######## block 1 ########
Figure 1. Met1 routing (block 1).
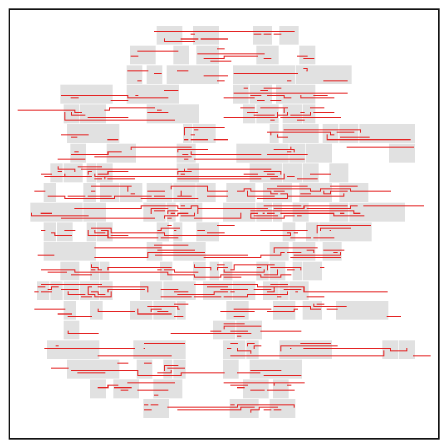

[config.mk]
export PLATFORM = sky130hd
export DESIGN_NAME = uc_ctrl
export DESIGN_NICKNAME = d
export VERILOG_FILES = /design/src/rtl/uc_pkg.sv /design/src/rtl/uc_ctrl.sv
export SDC_FILE = /design/constraint.sdc
export NUM_CORES = 1
export LEC_CHECK = 0
export CORE_UTILIZATION = 38
export CTS_BUF_LIST = sky130_fd_sc_hd__clkbuf_4 sky130_fd_sc_hd__clkbuf_8
export CTS_CLUSTER_DIAMETER = 150
export DETAILED_ROUTE_END_ITERATION = 8
export DONT_BUFFER_PORTS = 1
export GPL_ROUTABILITY_DRIVEN = 0
export HOLD_SLACK_MARGIN = 0.02
export PLACE_DENSITY = 0.54
export SLEW_MARGIN = 20
export SYNTH_ARGS = -nofsm -noshare
export SYNTH_HDL_FRONTEND = slang
export SYNTH_SLANG_ARGS = --single-unit
[constraint.sdc]
create_clock -name clk -period 2.1 [get_ports clk]
set_input_delay 0.21 -clock clk [delete_from_list [all_inputs] [get_ports clk]]
set_output_delay 0.21 -clock clk [all_outputs]
set_load 0.02 [all_outputs]
[src/rtl/uc_pkg.sv]
// Shared ISA constants and FSM state type for the accumulator-processor control unit.
package uc_pkg;

    localparam int unsigned ADDR_W = 6;
    localparam int unsigned DATA_W = 8;

    localparam logic [1:0] OP_NOR = 2'b00;
    localparam logic [1:0] OP_ADD = 2'b01;
    localparam logic [1:0] OP_STA = 2'b10;
    localparam logic [1:0] OP_JCC = 2'b11;

    typedef enum logic [2:0] {
        FETCH,
        DECODE,
        EXEC,
        LOAD,
        ALU
    } uc_state_e;

endpackage

[src/rtl/uc_ctrl.sv]
// Control unit: fetch/decode FSM driving RAM access and UT strobes, with sticky halt
// on a taken self-jump.
module uc_ctrl
    import uc_pkg::*;
(
    input  logic              clk,
    input  logic              rst_n,
    input  logic              ce,
    input  logic [DATA_W-1:0] mem_rdata,
    input  logic              carry,
    output logic [ADDR_W-1:0] mem_addr,
    output logic              mem_en,
    output logic              mem_we,
    output logic              sel_ual,
    output logic              load_r1,
    output logic              load_accu,
    output logic              load_carry,
    output logic              init_carry,
    output logic              halted,
    output logic [ADDR_W-1:0] pc
);

    uc_state_e         state_q, state_d;
    logic [ADDR_W-1:0] pc_q, pc_d;
    logic [DATA_W-1:0] ir_q, ir_d;
    logic              halted_q, halted_d;

    logic [1:0]        opcode;
    logic [ADDR_W-1:0] ir_addr;

    assign opcode  = ir_q[DATA_W-1:DATA_W-2];
    assign ir_addr = ir_q[ADDR_W-1:0];

    always_ff @(posedge clk) begin
        if (!rst_n) begin
            state_q  <= FETCH;
            pc_q     <= '0;
            ir_q     <= '0;
            halted_q <= 1'b0;
        end else if (ce) begin
            state_q  <= state_d;
            pc_q     <= pc_d;
            ir_q     <= ir_d;
            halted_q <= halted_d;
        end
    end

    always_comb begin
        state_d    = state_q;
        pc_d       = pc_q;
        ir_d       = ir_q;
        halted_d   = halted_q;
        mem_addr   = pc_q;
        mem_en     = 1'b0;
        mem_we     = 1'b0;
        load_r1    = 1'b0;
        load_accu  = 1'b0;
        load_carry = 1'b0;
        init_carry = 1'b0;
        sel_ual    = ir_q[6];

        // Reset, stall and halt all suppress every strobe and freeze the FSM.
        if (rst_n && ce && !halted_q) begin
            case (state_q)
                FETCH: begin
                    mem_en  = 1'b1;
                    state_d = DECODE;
                end
                DECODE: begin
                    ir_d    = mem_rdata;
                    pc_d    = pc_q + ADDR_W'(1);
                    state_d = EXEC;
                end
                EXEC: begin
                    mem_addr = ir_addr;
                    state_d  = FETCH;
                    case (opcode)
                        OP_NOR, OP_ADD: begin
                            mem_en  = 1'b1;
                            state_d = LOAD;
                        end
                        OP_STA: begin
                            mem_en = 1'b1;
                            mem_we = 1'b1;
                        end
                        default: begin
                            if (!carry) begin
                                pc_d = ir_addr;
                                // PC already points past this JCC, so a self-jump targets PC-1.
                                if (ir_addr == pc_q - ADDR_W'(1)) begin
                                    halted_d = 1'b1;
                                end
                            end else begin
                                init_carry = 1'b1;
                            end
                        end
                    endcase
                end
                LOAD: begin
                    load_r1 = 1'b1;
                    state_d = ALU;
                end
                ALU: begin
                    load_accu  = 1'b1;
                    load_carry = (opcode == OP_ADD);
                    state_d    = FETCH;
                end
                default: begin
                    state_d = FETCH;
                end
            endcase
        end
    end

    assign halted = halted_q;
    assign pc     = rst_n ? pc_q : '0;

endmodule

######## block 2 ########
$ cat config.mk
export PLATFORM = sky130hd
export DESIGN_NAME = pkt_steer
export DESIGN_NICKNAME = d
export VERILOG_FILES = /design/src/rtl/pkt_steer_pkg.sv /design/src/rtl/pkt_steer_buf.sv /design/src/rtl/pkt_steer.sv
export SDC_FILE = /design/constraint.sdc
export NUM_CORES = 1
export LEC_CHECK = 0
export CAP_MARGIN = 10
export CORE_UTILIZATION = 48
export DETAILED_ROUTE_END_ITERATION = 10
export PLACE_DENSITY = 0.79
export SETUP_SLACK_MARGIN = 0.3
export SKIP_LAST_GASP = 1
export SYNTH_ARGS = -nofsm -noshare
export SYNTH_HDL_FRONTEND = slang
export SYNTH_SLANG_ARGS = --single-unit
export TNS_END_PERCENT = 1
$ cat constraint.sdc
create_clock -name clk -period 8.5 [get_ports clk]
set_input_delay 1.7 -clock clk [delete_from_list [all_inputs] [get_ports clk]]
set_output_delay 1.7 -clock clk [all_outputs]
set_load 0.03 [all_outputs]
$ cat src/rtl/pkt_steer_pkg.sv
// pkt_steer_pkg: shared definitions for the ingress packet steering block.
//   - FSM state encodings (IDLE / PKT / DROP)
//   - frame_t: per-beat framing flags carried through the buffer
//   - dest_width(): destination index width, never less than one bit
package pkt_steer_pkg;

  localparam logic [1:0] ST_IDLE = 2'd0;  // waiting for a start of packet
  localparam logic [1:0] ST_PKT  = 2'd1;  // forwarding a packet to the latched destination
  localparam logic [1:0] ST_DROP = 2'd2;  // discarding a packet with an illegal destination

  typedef struct packed {
    logic sop;
    logic eop;
  } frame_t;

  function automatic int dest_width(input int m);
    return (m > 1) ? $clog2(m) : 1;
  endfunction

endpackage

$ cat src/rtl/pkt_steer_buf.sv
// pkt_steer_buf: two-entry FIFO of {data, frame, dest} beats.
// Ports:
//   clk, rst            clock, synchronous active-high reset
//   push, push_*        write one entry (never issued when count == 2)
//   pop                 remove the head entry (only issued while head_valid)
//   head_valid, head_*  oldest entry; head_data keeps its last value when empty
//   count               number of entries held (0..2)
module pkt_steer_buf
  import pkt_steer_pkg::*;
#(
  parameter int WIDTH = 80,
  parameter int DW    = 1
) (
  input  logic             clk,
  input  logic             rst,
  input  logic             push,
  input  logic [WIDTH-1:0] push_data,
  input  frame_t           push_frame,
  input  logic [DW-1:0]    push_dest,
  input  logic             pop,
  output logic             head_valid,
  output logic [WIDTH-1:0] head_data,
  output frame_t           head_frame,
  output logic [DW-1:0]    head_dest,
  output logic [1:0]       count
);

  typedef struct packed {
    logic [WIDTH-1:0] data;
    frame_t           frame;
    logic [DW-1:0]    dest;
  } entry_t;

  entry_t slot0;  // head entry, drives the outputs
  entry_t slot1;  // second entry, only meaningful when count == 2
  entry_t push_entry;

  assign push_entry = '{data: push_data, frame: push_frame, dest: push_dest};

  // NOTE: sequential state is written with non-blocking assignments only, so
  // every register samples the pre-edge value of every other register.
  always_ff @(posedge clk) begin
    if (rst) begin
      count <= 2'd0;
      slot0 <= '0;
    end else begin
      unique case ({push, pop})
        2'b10: begin
          if (count == 2'd0) slot0 <= push_entry;
          count <= count + 2'd1;
        end
        2'b01: begin
          // Popping the last entry leaves slot0 alone so out_data holds.
          if (count == 2'd2) slot0 <= slot1;
          count <= count - 2'd1;
        end
        2'b11: begin
          // Pop is only issued with count >= 1, so count stays unchanged.
          if (count == 2'd2) slot0 <= slot1;
          else               slot0 <= push_entry;
        end
        default: ;
      endcase
    end
  end

  // NOTE: slot1 is storage only, never observed while count < 2, so it is
  // deliberately left out of reset.
  always_ff @(posedge clk) begin
    if (push && ((count == 2'd1 && !pop) || (count == 2'd2 && pop))) begin
      slot1 <= push_entry;
    end
  end

  assign head_valid = (count != 2'd0);
  assign head_data  = slot0.data;
  assign head_frame = slot0.frame;
  assign head_dest  = slot0.dest;

endmodule

$ cat src/rtl/pkt_steer.sv
// pkt_steer: ingress packet steering for one input port of the packet switch.
// The destination is sampled on the sop beat and locked for the whole packet.
// Illegal destinations and framing violations are dropped and counted.
// Ports:
//   clk, rst                         clock, synchronous active-high reset
//   in_data/sop/eop/valid/dest       ingress beat; in_dest sampled on sop only
//   in_ready                         beat accepted when in_valid & in_ready
//   out_data                         head beat data shared by all destinations
//   out_valid/sop/eop [M]            one-hot per-destination framing
//   out_ready [M]                    per-destination ready from the switch
//   err_bad_dest, err_proto          one-cycle error pulses
//   drop_cnt                         saturating count of dropped packets/orphan beats
module pkt_steer
  import pkt_steer_pkg::*;
#(
  parameter int WIDTH = 80,
  parameter int M     = 2,
  parameter int DW    = dest_width(M),
  parameter int CNT_W = 16
) (
  input  logic             clk,
  input  logic             rst,
  input  logic [WIDTH-1:0] in_data,
  input  logic             in_sop,
  input  logic             in_eop,
  input  logic             in_valid,
  input  logic [DW-1:0]    in_dest,
  output logic             in_ready,
  output logic [WIDTH-1:0] out_data,
  output logic [M-1:0]     out_sop,
  output logic [M-1:0]     out_eop,
  output logic [M-1:0]     out_valid,
  input  logic [M-1:0]     out_ready,
  output logic             err_bad_dest,
  output logic             err_proto,
  output logic [CNT_W-1:0] drop_cnt
);

  logic [1:0]    state, state_d;
  logic [DW-1:0] dest_q, dest_d;
  logic [1:0]    count;
  logic          accept, dest_ok;
  logic          push, pop;
  frame_t        push_frame;
  logic [DW-1:0] push_dest;
  logic          bad_dest_ev, proto_ev, drop_ev;
  logic          head_valid;
  frame_t        head_frame;
  logic [DW-1:0] head_dest;

  // Ready looks only at the registered fill level (and reset), never at
  // out_ready, so there is no combinational path through the block.
  assign in_ready = !rst && (count < 2'd2);
  assign accept   = in_valid && in_ready;
  assign dest_ok  = (int'(in_dest) < M);

  // NOTE: every signal driven here gets a default first, so no path through
  // the case statement can infer a latch.
  always_comb begin
    state_d     = state;
    dest_d      = dest_q;
    push        = 1'b0;
    push_frame  = '{sop: 1'b0, eop: in_eop};
    push_dest   = dest_q;
    bad_dest_ev = 1'b0;
    proto_ev    = 1'b0;
    drop_ev     = 1'b0;
    if (accept) begin
      unique case (state)
        ST_IDLE: begin
          if (!in_sop) begin
            // Orphan beat outside a packet.
            proto_ev = 1'b1;
            drop_ev  = 1'b1;
          end else if (dest_ok) begin
            push           = 1'b1;
            push_frame.sop = 1'b1;
            push_dest      = in_dest;
            dest_d         = in_dest;
            if (!in_eop) state_d = ST_PKT;
          end else begin
            bad_dest_ev = 1'b1;
            drop_ev     = 1'b1;
            if (!in_eop) state_d = ST_DROP;
          end
        end
        ST_PKT: begin
          // A stray sop is forwarded as a continuation beat (sop forced 0).
          push     = 1'b1;
          proto_ev = in_sop;
          if (in_eop) state_d = ST_IDLE;
        end
        ST_DROP: begin
          proto_ev = in_sop;
          if (in_eop) state_d = ST_IDLE;
        end
        default: state_d = ST_IDLE;
      endcase
    end
  end

  always_ff @(posedge clk) begin
    if (rst) begin
      state        <= ST_IDLE;
      dest_q       <= '0;
      err_bad_dest <= 1'b0;
      err_proto    <= 1'b0;
      drop_cnt     <= '0;
    end else begin
      state        <= state_d;
      dest_q       <= dest_d;
      err_bad_dest <= bad_dest_ev;
      err_proto    <= proto_ev;
      if (drop_ev && (drop_cnt != {CNT_W{1'b1}})) drop_cnt <= drop_cnt + 1'b1;
    end
  end

  pkt_steer_buf #(
    .WIDTH (WIDTH),
    .DW    (DW)
  ) u_buf (
    .clk        (clk),
    .rst        (rst),
    .push       (push),
    .push_data  (in_data),
    .push_frame (push_frame),
    .push_dest  (push_dest),
    .pop        (pop),
    .head_valid (head_valid),
    .head_data  (out_data),
    .head_frame (head_frame),
    .head_dest  (head_dest),
    .count      (count)
  );

  // One-hot decode of the head entry onto its destination lane.
  always_comb begin
    out_valid = '0;
    out_sop   = '0;
    out_eop   = '0;
    for (int i = 0; i < M; i++) begin
      if (head_valid && (int'(head_dest) == i)) begin
        out_valid[i] = 1'b1;
        out_sop[i]   = head_frame.sop;
        out_eop[i]   = head_frame.eop;
      end
    end
  end

  // Only the ready bit of the head's own destination can pop it.
  assign pop = |(out_valid & out_ready);

endmodule

######## block 3 ########
==> config.mk <==
export PLATFORM = sky130hd
export DESIGN_NAME = tl_l1_req_arbiter
export DESIGN_NICKNAME = d
export VERILOG_FILES = /design/src/rtl/tl_l1_req_arbiter.sv
export SDC_FILE = /design/constraint.sdc
export NUM_CORES = 1
export LEC_CHECK = 0
export ABC_AREA = 0
export CELL_PAD_IN_SITES_DETAIL_PLACEMENT = 1
export CELL_PAD_IN_SITES_GLOBAL_PLACEMENT = 1
export CORE_AREA = 5 5 174 176
export CTS_CLUSTER_DIAMETER = 100
export DETAILED_ROUTE_END_ITERATION = 6
export DIE_AREA = 0 0 179 181
export PLACE_DENSITY_LB_ADDON = 0.1
export SLEW_MARGIN = 20
export SYNTH_ARGS = -nofsm -noshare
export SYNTH_HDL_FRONTEND = slang
export SYNTH_SLANG_ARGS = --single-unit
==> constraint.sdc <==
create_clock -name clk -period 4 [get_ports clk]
set_clock_uncertainty 0.15 [all_clocks]
set_input_delay 0.6 -clock clk [delete_from_list [all_inputs] [get_ports clk]]
set_output_delay 0.6 -clock clk [all_outputs]
set_load 0.1 [all_outputs]
==> src/rtl/tl_l1_req_arbiter.sv <==
// tl_l1_req_arbiter
// Shares one tl_l1_adapter TileLink master among NUM_REQ local requesters.
// Round-robin accept of one request at a time, launch on the adapter's
// start/done handshake, and route completion/read data back to the owner.
// A watchdog flags (sticky) an adapter transaction that runs past WD_CYCLES.

`ifndef TL_ADDR_BITS
`define TL_ADDR_BITS 32
`endif
`ifndef TL_SIZE_BITS
`define TL_SIZE_BITS 3
`endif
`ifndef TL_DATA_BYTES
`define TL_DATA_BYTES 4
`endif
`ifndef TL_SOURCE_BITS
`define TL_SOURCE_BITS 4
`endif

module tl_l1_req_arbiter #(
    parameter int unsigned NUM_REQ   = 4,
    parameter int unsigned WD_CYCLES = 1023
) (
    input  logic                                       clk,
    input  logic                                       rst_n,
    // requester side
    input  logic [NUM_REQ-1:0]                         req_valid,
    output logic [NUM_REQ-1:0]                         req_ready,
    input  logic [2*NUM_REQ-1:0]                       req_type,
    input  logic [NUM_REQ*`TL_ADDR_BITS-1:0]           req_address,
    input  logic [NUM_REQ*`TL_SIZE_BITS-1:0]           req_size,
    input  logic [NUM_REQ*`TL_DATA_BYTES*8-1:0]        req_wdata,
    input  logic [NUM_REQ*`TL_DATA_BYTES-1:0]          req_wmask,
    output logic [NUM_REQ-1:0]                         resp_valid,
    output logic                                       resp_err,
    output logic [`TL_DATA_BYTES*8-1:0]                resp_rdata,
    output logic                                       wd_timeout,
    // adapter side
    output logic                                       ad_start,
    output logic [1:0]                                 ad_type,
    output logic [`TL_ADDR_BITS-1:0]                   ad_address,
    output logic [`TL_SIZE_BITS-1:0]                   ad_size,
    output logic [`TL_SOURCE_BITS-1:0]                 ad_source,
    output logic [`TL_DATA_BYTES*8-1:0]                ad_wdata,
    output logic [`TL_DATA_BYTES-1:0]                  ad_wmask,
    input  logic                                       ad_done,
    input  logic [`TL_DATA_BYTES*8-1:0]                ad_rdata
);

    localparam int unsigned IDX_W  = (NUM_REQ > 1) ? $clog2(NUM_REQ) : 1;
    localparam int unsigned AW     = `TL_ADDR_BITS;
    localparam int unsigned SW     = `TL_SIZE_BITS;
    localparam int unsigned DW     = `TL_DATA_BYTES * 8;
    localparam int unsigned MW     = `TL_DATA_BYTES;
    localparam int unsigned SRCW   = `TL_SOURCE_BITS;
    localparam int unsigned CNT_W  = $clog2(WD_CYCLES + 1);

    localparam logic [CNT_W-1:0] WD_LIM   = CNT_W'(WD_CYCLES);
    localparam logic [IDX_W-1:0] LAST_IDX = IDX_W'(NUM_REQ - 1);
    localparam logic [1:0]       TYPE_GET = 2'd0;
    localparam logic [1:0]       TYPE_ILL = 2'd3;

    typedef enum logic [2:0] {
        StIdle,
        StGrant,
        StIssue,
        StWait,
        StResp
    } state_e;

    state_e               state_q;
    logic [IDX_W-1:0]     rr_ptr_q;
    logic [IDX_W-1:0]     owner_q;
    logic                 ad_start_q;
    logic [1:0]           ad_type_q;
    logic [AW-1:0]        ad_address_q;
    logic [SW-1:0]        ad_size_q;
    logic [SRCW-1:0]      ad_source_q;
    logic [DW-1:0]        ad_wdata_q;
    logic [MW-1:0]        ad_wmask_q;
    logic [NUM_REQ-1:0]   resp_valid_q;
    logic                 resp_err_q;
    logic [DW-1:0]        resp_rdata_q;
    logic                 wd_timeout_q;
    logic [CNT_W-1:0]     wd_cnt_q;

    logic                 win_found;
    logic [IDX_W-1:0]     win_idx;
    logic                 accept;
    logic [NUM_REQ-1:0]   owner_oh;
    logic [IDX_W-1:0]     rr_ptr_next;

    // Round-robin search: first pending requester at or after rr_ptr, with wrap.
    always_comb begin
        int unsigned      cand;
        logic [IDX_W-1:0] cand_idx;
        cand      = 0;
        cand_idx  = '0;
        win_found = 1'b0;
        win_idx   = '0;
        for (int unsigned i = 0; i < NUM_REQ; i++) begin
            cand     = (32'(rr_ptr_q) + i) % NUM_REQ;
            cand_idx = cand[IDX_W-1:0];
            if (!win_found && req_valid[cand_idx]) begin
                win_found = 1'b1;
                win_idx   = cand_idx;
            end
        end
    end

    // Accept strobe is combinational so the requester sees it in the accept cycle.
    always_comb begin
        accept    = (state_q == StIdle) && win_found;
        req_ready = '0;
        if (accept) begin
            req_ready[win_idx] = 1'b1;
        end
    end

    // One-hot of the current owner and the pointer value after it completes.
    always_comb begin
        owner_oh          = '0;
        owner_oh[owner_q] = 1'b1;
        rr_ptr_next       = (owner_q == LAST_IDX) ? '0 : owner_q + 1'b1;
    end

    // Main FSM with all registered outputs.
    always_ff @(posedge clk or negedge rst_n) begin
        if (!rst_n) begin
            state_q      <= StIdle;
            rr_ptr_q     <= '0;
            owner_q      <= '0;
            ad_start_q   <= 1'b0;
            ad_type_q    <= '0;
            ad_address_q <= '0;
            ad_size_q    <= '0;
            ad_source_q  <= '0;
            ad_wdata_q   <= '0;
            ad_wmask_q   <= '0;
            resp_valid_q <= '0;
            resp_err_q   <= 1'b0;
            resp_rdata_q <= '0;
            wd_timeout_q <= 1'b0;
            wd_cnt_q     <= '0;
        end else begin
            unique case (state_q)
                StIdle: begin
                    if (accept) begin
                        // Fields go straight into the adapter parameter regs and stay
                        // there until the next acceptance.
                        owner_q      <= win_idx;
                        ad_type_q    <= req_type[win_idx*2 +: 2];
                        ad_address_q <= req_address[win_idx*AW +: AW];
                        ad_size_q    <= req_size[win_idx*SW +: SW];
                        ad_wdata_q   <= req_wdata[win_idx*DW +: DW];
                        ad_wmask_q   <= req_wmask[win_idx*MW +: MW];
                        ad_source_q  <= SRCW'(win_idx);
                        state_q      <= StGrant;
                    end
                end
                StGrant: begin
                    if (ad_type_q == TYPE_ILL) begin
                        // Illegal type completes with an error, adapter never started.
                        // resp_rdata keeps its previous value.
                        resp_valid_q <= owner_oh;
                        resp_err_q   <= 1'b1;
                        state_q      <= StResp;
                    end else begin
                        ad_start_q   <= 1'b1;
                        state_q      <= StIssue;
                    end
                end
                StIssue: begin
                    ad_start_q <= 1'b0;
                    wd_cnt_q   <= '0;
                    state_q    <= StWait;
                end
                StWait: begin
                    if (ad_done) begin
                        resp_valid_q <= owner_oh;
                        resp_err_q   <= 1'b0;
                        resp_rdata_q <= (ad_type_q == TYPE_GET) ? ad_rdata : '0;
                        state_q      <= StResp;
                    end else if (wd_cnt_q != WD_LIM) begin
                        // Saturating count; the adapter still owns the bus after timeout.
                        wd_cnt_q <= wd_cnt_q + 1'b1;
                        if (wd_cnt_q == WD_LIM - 1'b1) begin
                            wd_timeout_q <= 1'b1;
                        end
                    end
                end
                StResp: begin
                    resp_valid_q <= '0;
                    resp_err_q   <= 1'b0;
                    rr_ptr_q     <= rr_ptr_next;
                    state_q      <= StIdle;
                end
                default: begin
                    state_q <= StIdle;
                end
            endcase
        end
    end

    assign ad_start   = ad_start_q;
    assign ad_type    = ad_type_q;
    assign ad_address = ad_address_q;
    assign ad_size    = ad_size_q;
    assign ad_source  = ad_source_q;
    assign ad_wdata   = ad_wdata_q;
    assign ad_wmask   = ad_wmask_q;
    assign resp_valid = resp_valid_q;
    assign resp_err   = resp_err_q;
    assign resp_rdata = resp_rdata_q;
    assign wd_timeout = wd_timeout_q;

endmodule

######## block 4 ########
## config.mk

```make
export PLATFORM = sky130hd
export DESIGN_NAME = if_fetch_unit
export DESIGN_NICKNAME = d
export VERILOG_FILES = /design/src/rtl/if_fetch_unit.sv
export SDC_FILE = /design/constraint.sdc
export NUM_CORES = 1
export LEC_CHECK = 0
export ABC_CLOCK_PERIOD_IN_PS = 4100
export CAP_MARGIN = 20
export CORE_MARGIN = 2
export CORE_UTILIZATION = 45
export DETAILED_ROUTE_END_ITERATION = 7
export GPL_ROUTABILITY_DRIVEN = 0
export PLACE_DENSITY = 0.83
export SLEW_MARGIN = 20
export SYNTH_ARGS = -nofsm -noshare
export SYNTH_HDL_FRONTEND = slang
export SYNTH_SLANG_ARGS = --single-unit
```

## constraint.sdc

```tcl
create_clock -name clk -period 4.1 [get_ports clk]
set_clock_uncertainty 0.1 [all_clocks]
set_input_delay 0.82 -clock clk [delete_from_list [all_inputs] [get_ports clk]]
set_output_delay 0.82 -clock clk [all_outputs]
set_load 0.02 [all_outputs]
```

## src/rtl/if_fetch_unit.sv

```systemverilog
// ---------------------------------------------------------------------------
// if_fetch_unit
//   Instruction-fetch stage feeding the IF side of the IF/ID register.
//   Holds the PC, translates it through the instruction MMU port, performs a
//   single outstanding req/ack read on the instruction bus and presents the
//   fetched slot (pc, instruction, TLB status) to IF/ID. Handles exception
//   flush, taken branches (with the MIPS delay slot) and discarding of bus
//   responses that belong to a flushed fetch.
//
// Ports
//   clk, rst        clock, synchronous active-high reset
//   stall[5:0]      pipeline stall vector; stall[1] holds IF
//   flush/flush_pc  exception redirect (highest priority)
//   branch_taken/branch_target  redirect resolved in ID
//   mmu_vaddr       PC presented to the instruction MMU
//   mmu_paddr/mmu_miss/mmu_valid  same-cycle translation result
//   ibus_req/ibus_addr/ibus_ack/ibus_rdata  instruction bus
//   if_pc/if_inst_addr_v/if_inst/if_miss/if_valid  slot presented to IF/ID
//   stallreq_if     IF not ready this cycle
// ---------------------------------------------------------------------------
module if_fetch_unit #(
  parameter int unsigned       ADDR_W   = 32,
  parameter logic [ADDR_W-1:0] RESET_PC = 32'hBFC0_0000
) (
  input  logic              clk,
  input  logic              rst,
  input  logic [5:0]        stall,
  input  logic              flush,
  input  logic [ADDR_W-1:0] flush_pc,
  input  logic              branch_taken,
  input  logic [ADDR_W-1:0] branch_target,
  output logic [ADDR_W-1:0] mmu_vaddr,
  input  logic [ADDR_W-1:0] mmu_paddr,
  input  logic              mmu_miss,
  input  logic              mmu_valid,
  output logic              ibus_req,
  output logic [ADDR_W-1:0] ibus_addr,
  input  logic              ibus_ack,
  input  logic [31:0]       ibus_rdata,
  output logic [ADDR_W-1:0] if_pc,
  output logic [ADDR_W-1:0] if_inst_addr_v,
  output logic [31:0]       if_inst,
  output logic              if_miss,
  output logic              if_valid,
  output logic              stallreq_if
);

  typedef enum logic [1:0] {
    S_FETCH   = 2'd0,
    S_WAIT    = 2'd1,
    S_HOLD    = 2'd2,
    S_DISCARD = 2'd3
  } state_t;

  state_t            state_q;
  logic [ADDR_W-1:0] pc_q;
  logic [ADDR_W-1:0] addr_q;
  logic [31:0]       inst_buf_q;
  logic              redirect_pending_q;
  logic [ADDR_W-1:0] redirect_pc_q;
  logic              miss_q;
  logic              valid_q;

  logic              ack_in_wait;
  logic              advance;
  logic              tlb_fault;
  logic [ADDR_W-1:0] next_pc_d;

  // Only stall[1] concerns this stage.
  logic unused_stall;
  assign unused_stall = ^{stall[5:2], stall[0]};

  always_comb begin
    ack_in_wait = (state_q == S_WAIT) && ibus_ack;
    advance     = ((state_q == S_HOLD) || ack_in_wait) && !stall[1];
    tlb_fault   = mmu_miss || !mmu_valid;

    if (flush)                   next_pc_d = flush_pc;
    else if (branch_taken)       next_pc_d = branch_target;
    else if (redirect_pending_q) next_pc_d = redirect_pc_q;
    else                         next_pc_d = pc_q + ADDR_W'(4);
  end

  always_ff @(posedge clk) begin
    if (rst) begin
      state_q            <= S_FETCH;
      pc_q               <= RESET_PC;
      addr_q             <= '0;
      inst_buf_q         <= '0;
      redirect_pending_q <= 1'b0;
      redirect_pc_q      <= '0;
      miss_q             <= 1'b0;
      valid_q            <= 1'b1;
    end else if (flush) begin
      pc_q               <= flush_pc;
      redirect_pending_q <= 1'b0;
      // A request still in flight must have its response swallowed.
      if (((state_q == S_WAIT) || (state_q == S_DISCARD)) && !ibus_ack)
        state_q <= S_DISCARD;
      else
        state_q <= S_FETCH;
    end else begin
      case (state_q)
        S_FETCH: begin
          if (tlb_fault) begin
            miss_q     <= mmu_miss;
            valid_q    <= mmu_valid;
            inst_buf_q <= '0;
            state_q    <= S_HOLD;
          end else begin
            addr_q  <= mmu_paddr;
            miss_q  <= 1'b0;
            valid_q <= 1'b1;
            state_q <= S_WAIT;
          end
        end
        S_WAIT: begin
          if (ibus_ack) begin
            inst_buf_q <= ibus_rdata;
            miss_q     <= 1'b0;
            valid_q    <= 1'b1;
            state_q    <= S_HOLD;
          end
        end
        S_HOLD: begin
          state_q <= S_HOLD;
        end
        S_DISCARD: begin
          if (ibus_ack) state_q <= S_FETCH;
        end
        default: state_q <= S_FETCH;
      endcase

      // Advance overrides the per-state next state above.
      if (advance) begin
        pc_q               <= next_pc_d;
        state_q            <= S_FETCH;
        redirect_pending_q <= 1'b0;
      end else if (branch_taken) begin
        // Slot in IF is the delay slot; remember the target for the next fetch.
        redirect_pending_q <= 1'b1;
        redirect_pc_q      <= branch_target;
      end
    end
  end

  always_comb begin
    mmu_vaddr      = pc_q;
    if_pc          = pc_q;
    if_inst_addr_v = pc_q;

    ibus_req  = !rst && (((state_q == S_FETCH) && !tlb_fault) || (state_q == S_WAIT));
    ibus_addr = (state_q == S_WAIT) ? addr_q : mmu_paddr;

    if (ack_in_wait) begin
      if_inst  = ibus_rdata;
      if_miss  = 1'b0;
      if_valid = 1'b1;
    end else begin
      if_inst  = (state_q == S_HOLD) ? inst_buf_q : '0;
      if_miss  = miss_q;
      if_valid = valid_q;
    end

    stallreq_if = rst || !((state_q == S_HOLD) || ack_in_wait);
  end

endmodule

```


==> notes/layouts.md <==
Pictures saved along the way, in no particular order.

Met1 routing.
image #1
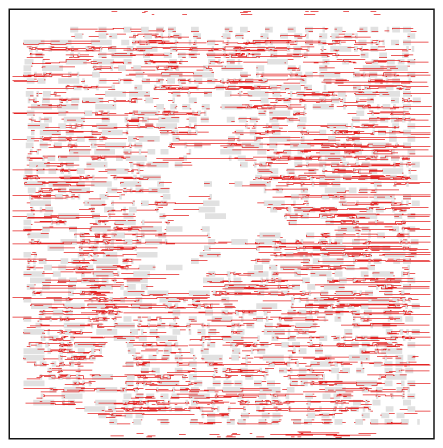
image #2
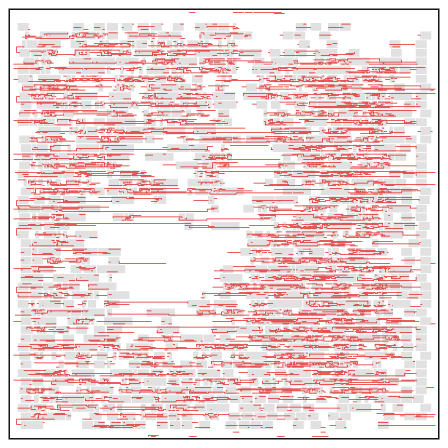
image #3
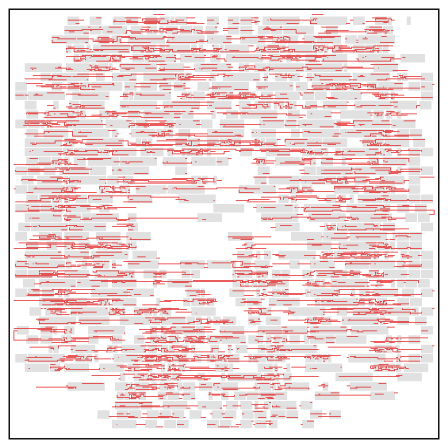
Block 4 is image #2.
Block 2 is image #3.
Block 3 is image #1.

Key to image #3:
longest straight run: 32.2 um
main direction: horizontal
wire length on this layer: 7570 um

Figure 2. The metal 3 layer (block 3).
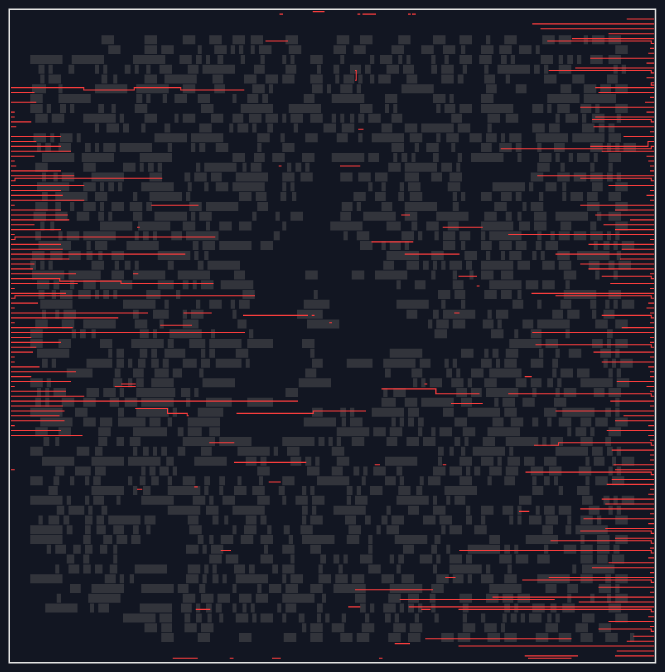
main direction: horizontal
longest straight run: 79.4 um
wire length on this layer: 3330 um
vias: 8365
GR Util met3: 8.61%
aggregate routed wire length: 37200 um

Figure 3. Routing congestion map (block 3).
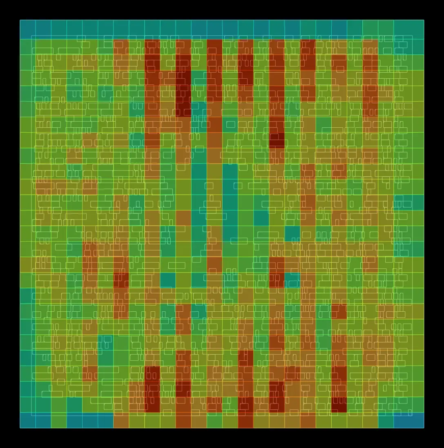
total track usage: 22.1%
drt wl/cell: 21.3 um
met1 GRT Util: 24.2%
peak-usage layer in the global routing report: met2

==> impl_metrics.tcl, block 3 <==
# yosys + openroad results
set metrics [dict create \
    fin_area_sq_um 12900 \
    ys_sh_simple_pct 22.9 \
    status "finished, final reports clean" \
    placed_area_sq_um 12300 \
    r2r_cells 6 \
    seq_share_pct 25.1 \
    path_clk_slew_ns 0.07 \
    top_area_cell "dfrtp_1" \
    synth.area.top_cells "dfrtp_1 (44%), nand2_1 (19%), a211o_1 (8.6%)" \
    synth_area_per_cell_sq_um 7.90 \
    area_growth_pct 73.5 \
    hp-class "in -> async" \
    drive_gt1_share_pct 7.74 \
    cts_tree "done" \
    vdd_drop_max_v 0.000497 \
    port_buffers 448 \
]
Figure 4. Met2 routing (block 2).
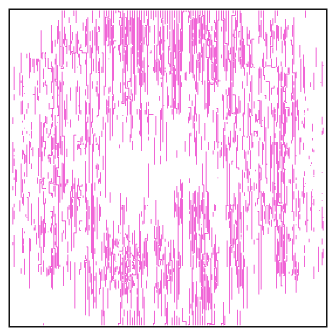
share of all routed wire: 49%
longest straight run: 45.2 um
nets with wire on the layer: 780

==> impl_metrics.tcl, block 2 <==
# yosys + openroad results
set metrics [dict create \
    status "finished, final reports clean" \
    cts_sinks 187 \
    n_fill_cell 1074 \
    grt_pass1_vias 5548 \
    worstPathMaxFanout 109 \
    dr_wl_met2_um 8960 \
    hold_violations 0 \
    routed_wl_um 18300 \
    p_seq_mw 1.27 \
    cp.required_ns 6.80 \
    ant_nets 0 \
    r2r-start "u_buf.count[1]$_SDFFE_PP0P_" \
    comb-power_mw 1.42 \
    top_area_cell "edfxtp_1" \
    async_reset_ff_share_pct 0 \
    grt_util_all_layers_pct 23.8 \
    area_growth_pct 35.9 \
    mux_share_pct 1.52 \
]
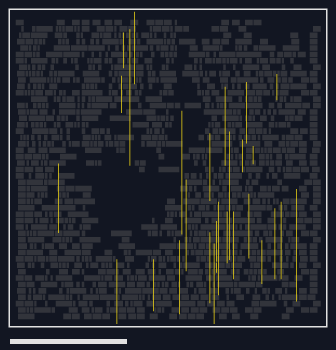
Figure 5: block 4, signal wires on met4.
Scale bar: 50 um.
share of all routed wire: 3.2%
wire length on this layer: 824 um
nets with wire on the layer: 27
main direction: vertical
longest straight run: 57.8 um

==> impl_metrics.tcl, block 4 <==
# yosys + openroad results
set metrics [dict create \
    status "finished, final reports clean" \
    detail_route.wirelength.met1_um 10000 \
    fin_area_sq_um 10900 \
    clkPwrFrac_pct 40.8 \
    ant_nets 0 \
    cp-end-kind "primary output" \
    power_frac_comb_pct 22.9 \
    p_seq_mw 1.43 \
    cts_tree "done" \
    hold_violations 0 \
    area_growth_pct 42.2 \
    inverters 11 \
    vdd_drop_max_v 0.000292 \
    reg2reg_slack_ns 1.28 \
    fmax_ghz 0.279 \
    drtIter0Drc 813 \
]
Figure 6. The metal 3 layer (block 1).
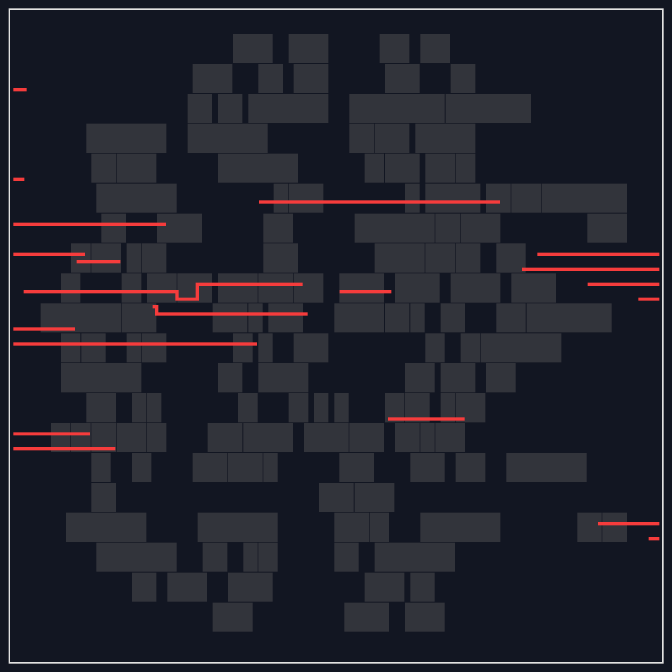
share of all routed wire: 6.1%
nets with wire on the layer: 17

Notes on Figure 1 above:
nets with wire on the layer: 139
share of all routed wire: 48%
wire length on this layer: 1410 um
main direction: horizontal
aggregate routed wire length: 2930 um
met1 GRT Util: 23.2%
vias: 1037

==> impl_metrics.tcl, block 1 <==
# yosys + openroad results
set metrics [dict create \
    clock_skew_ns 0.00145 \
    status "finished, final reports clean" \
    r2r_cells 6 \
    intPower_mw 0.499 \
    grt_pass1_vias 966 \
    nMultiInputCombCells 113 \
    lay_top_cells "dfxtp_1 (14), nand2_1 (10), and2_1 (9), mux2i_1 (9), nor2b_1 (9)" \
    crit_cells 4 \
    fin_crit_ns 2.02 \
    vdd_drop_max_v 0.000338 \
    clock_power_mw 0.221 \
    yosysTopAreaCellShare_pct 28.9 \
    aoi_share_pct 18.1 \
    p_per_area_nw_per_um2 495 \
    ys_sh_simple_pct 29.5 \
    path_buffers 1 \
    grt_util_all_layers_pct 18.1 \
    htree_levels 1 \
]


==> gallery <==
Routing congestion map.
Plate I
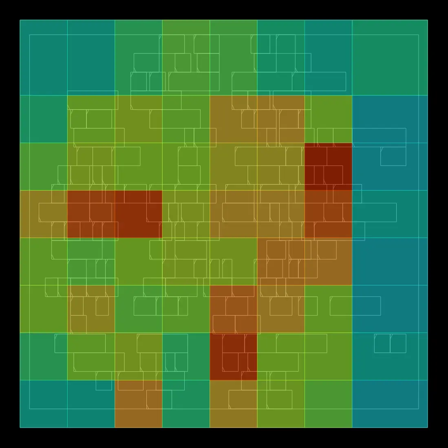
Plate II
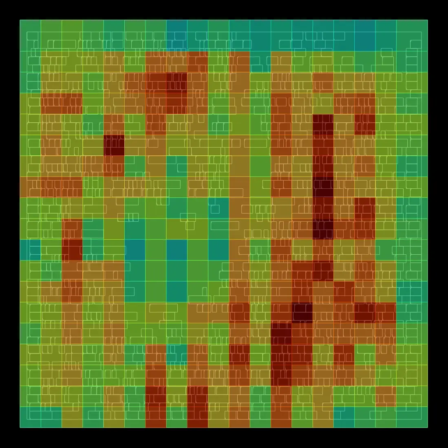
Plate III
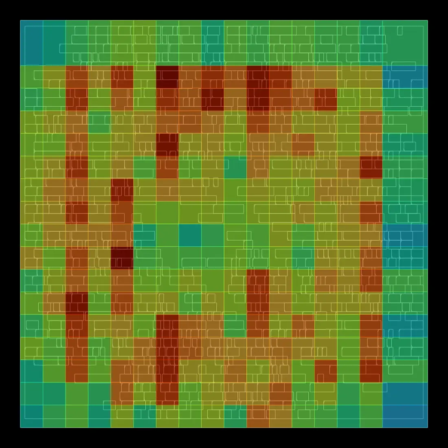
Plate II: block 4
Plate III: block 2
Plate I: block 1
- lowest track usage: Plate I
- lowest utilization: Plate I


## Gallery

Met2 routing.
picture 1
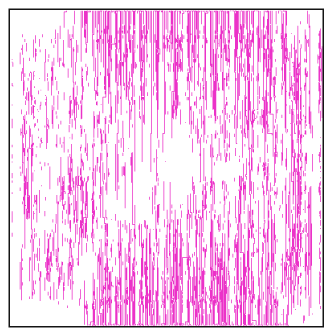
picture 2
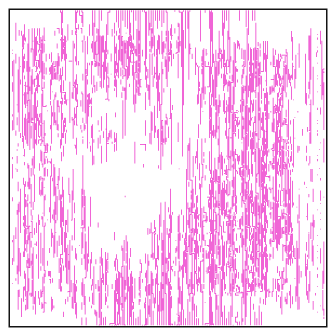
picture 3
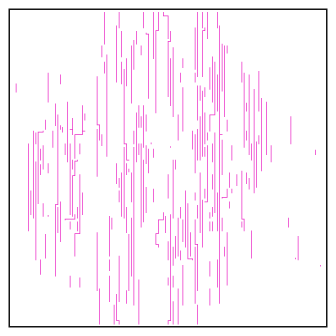
picture 1: block 3
picture 2: block 4
picture 3: block 1

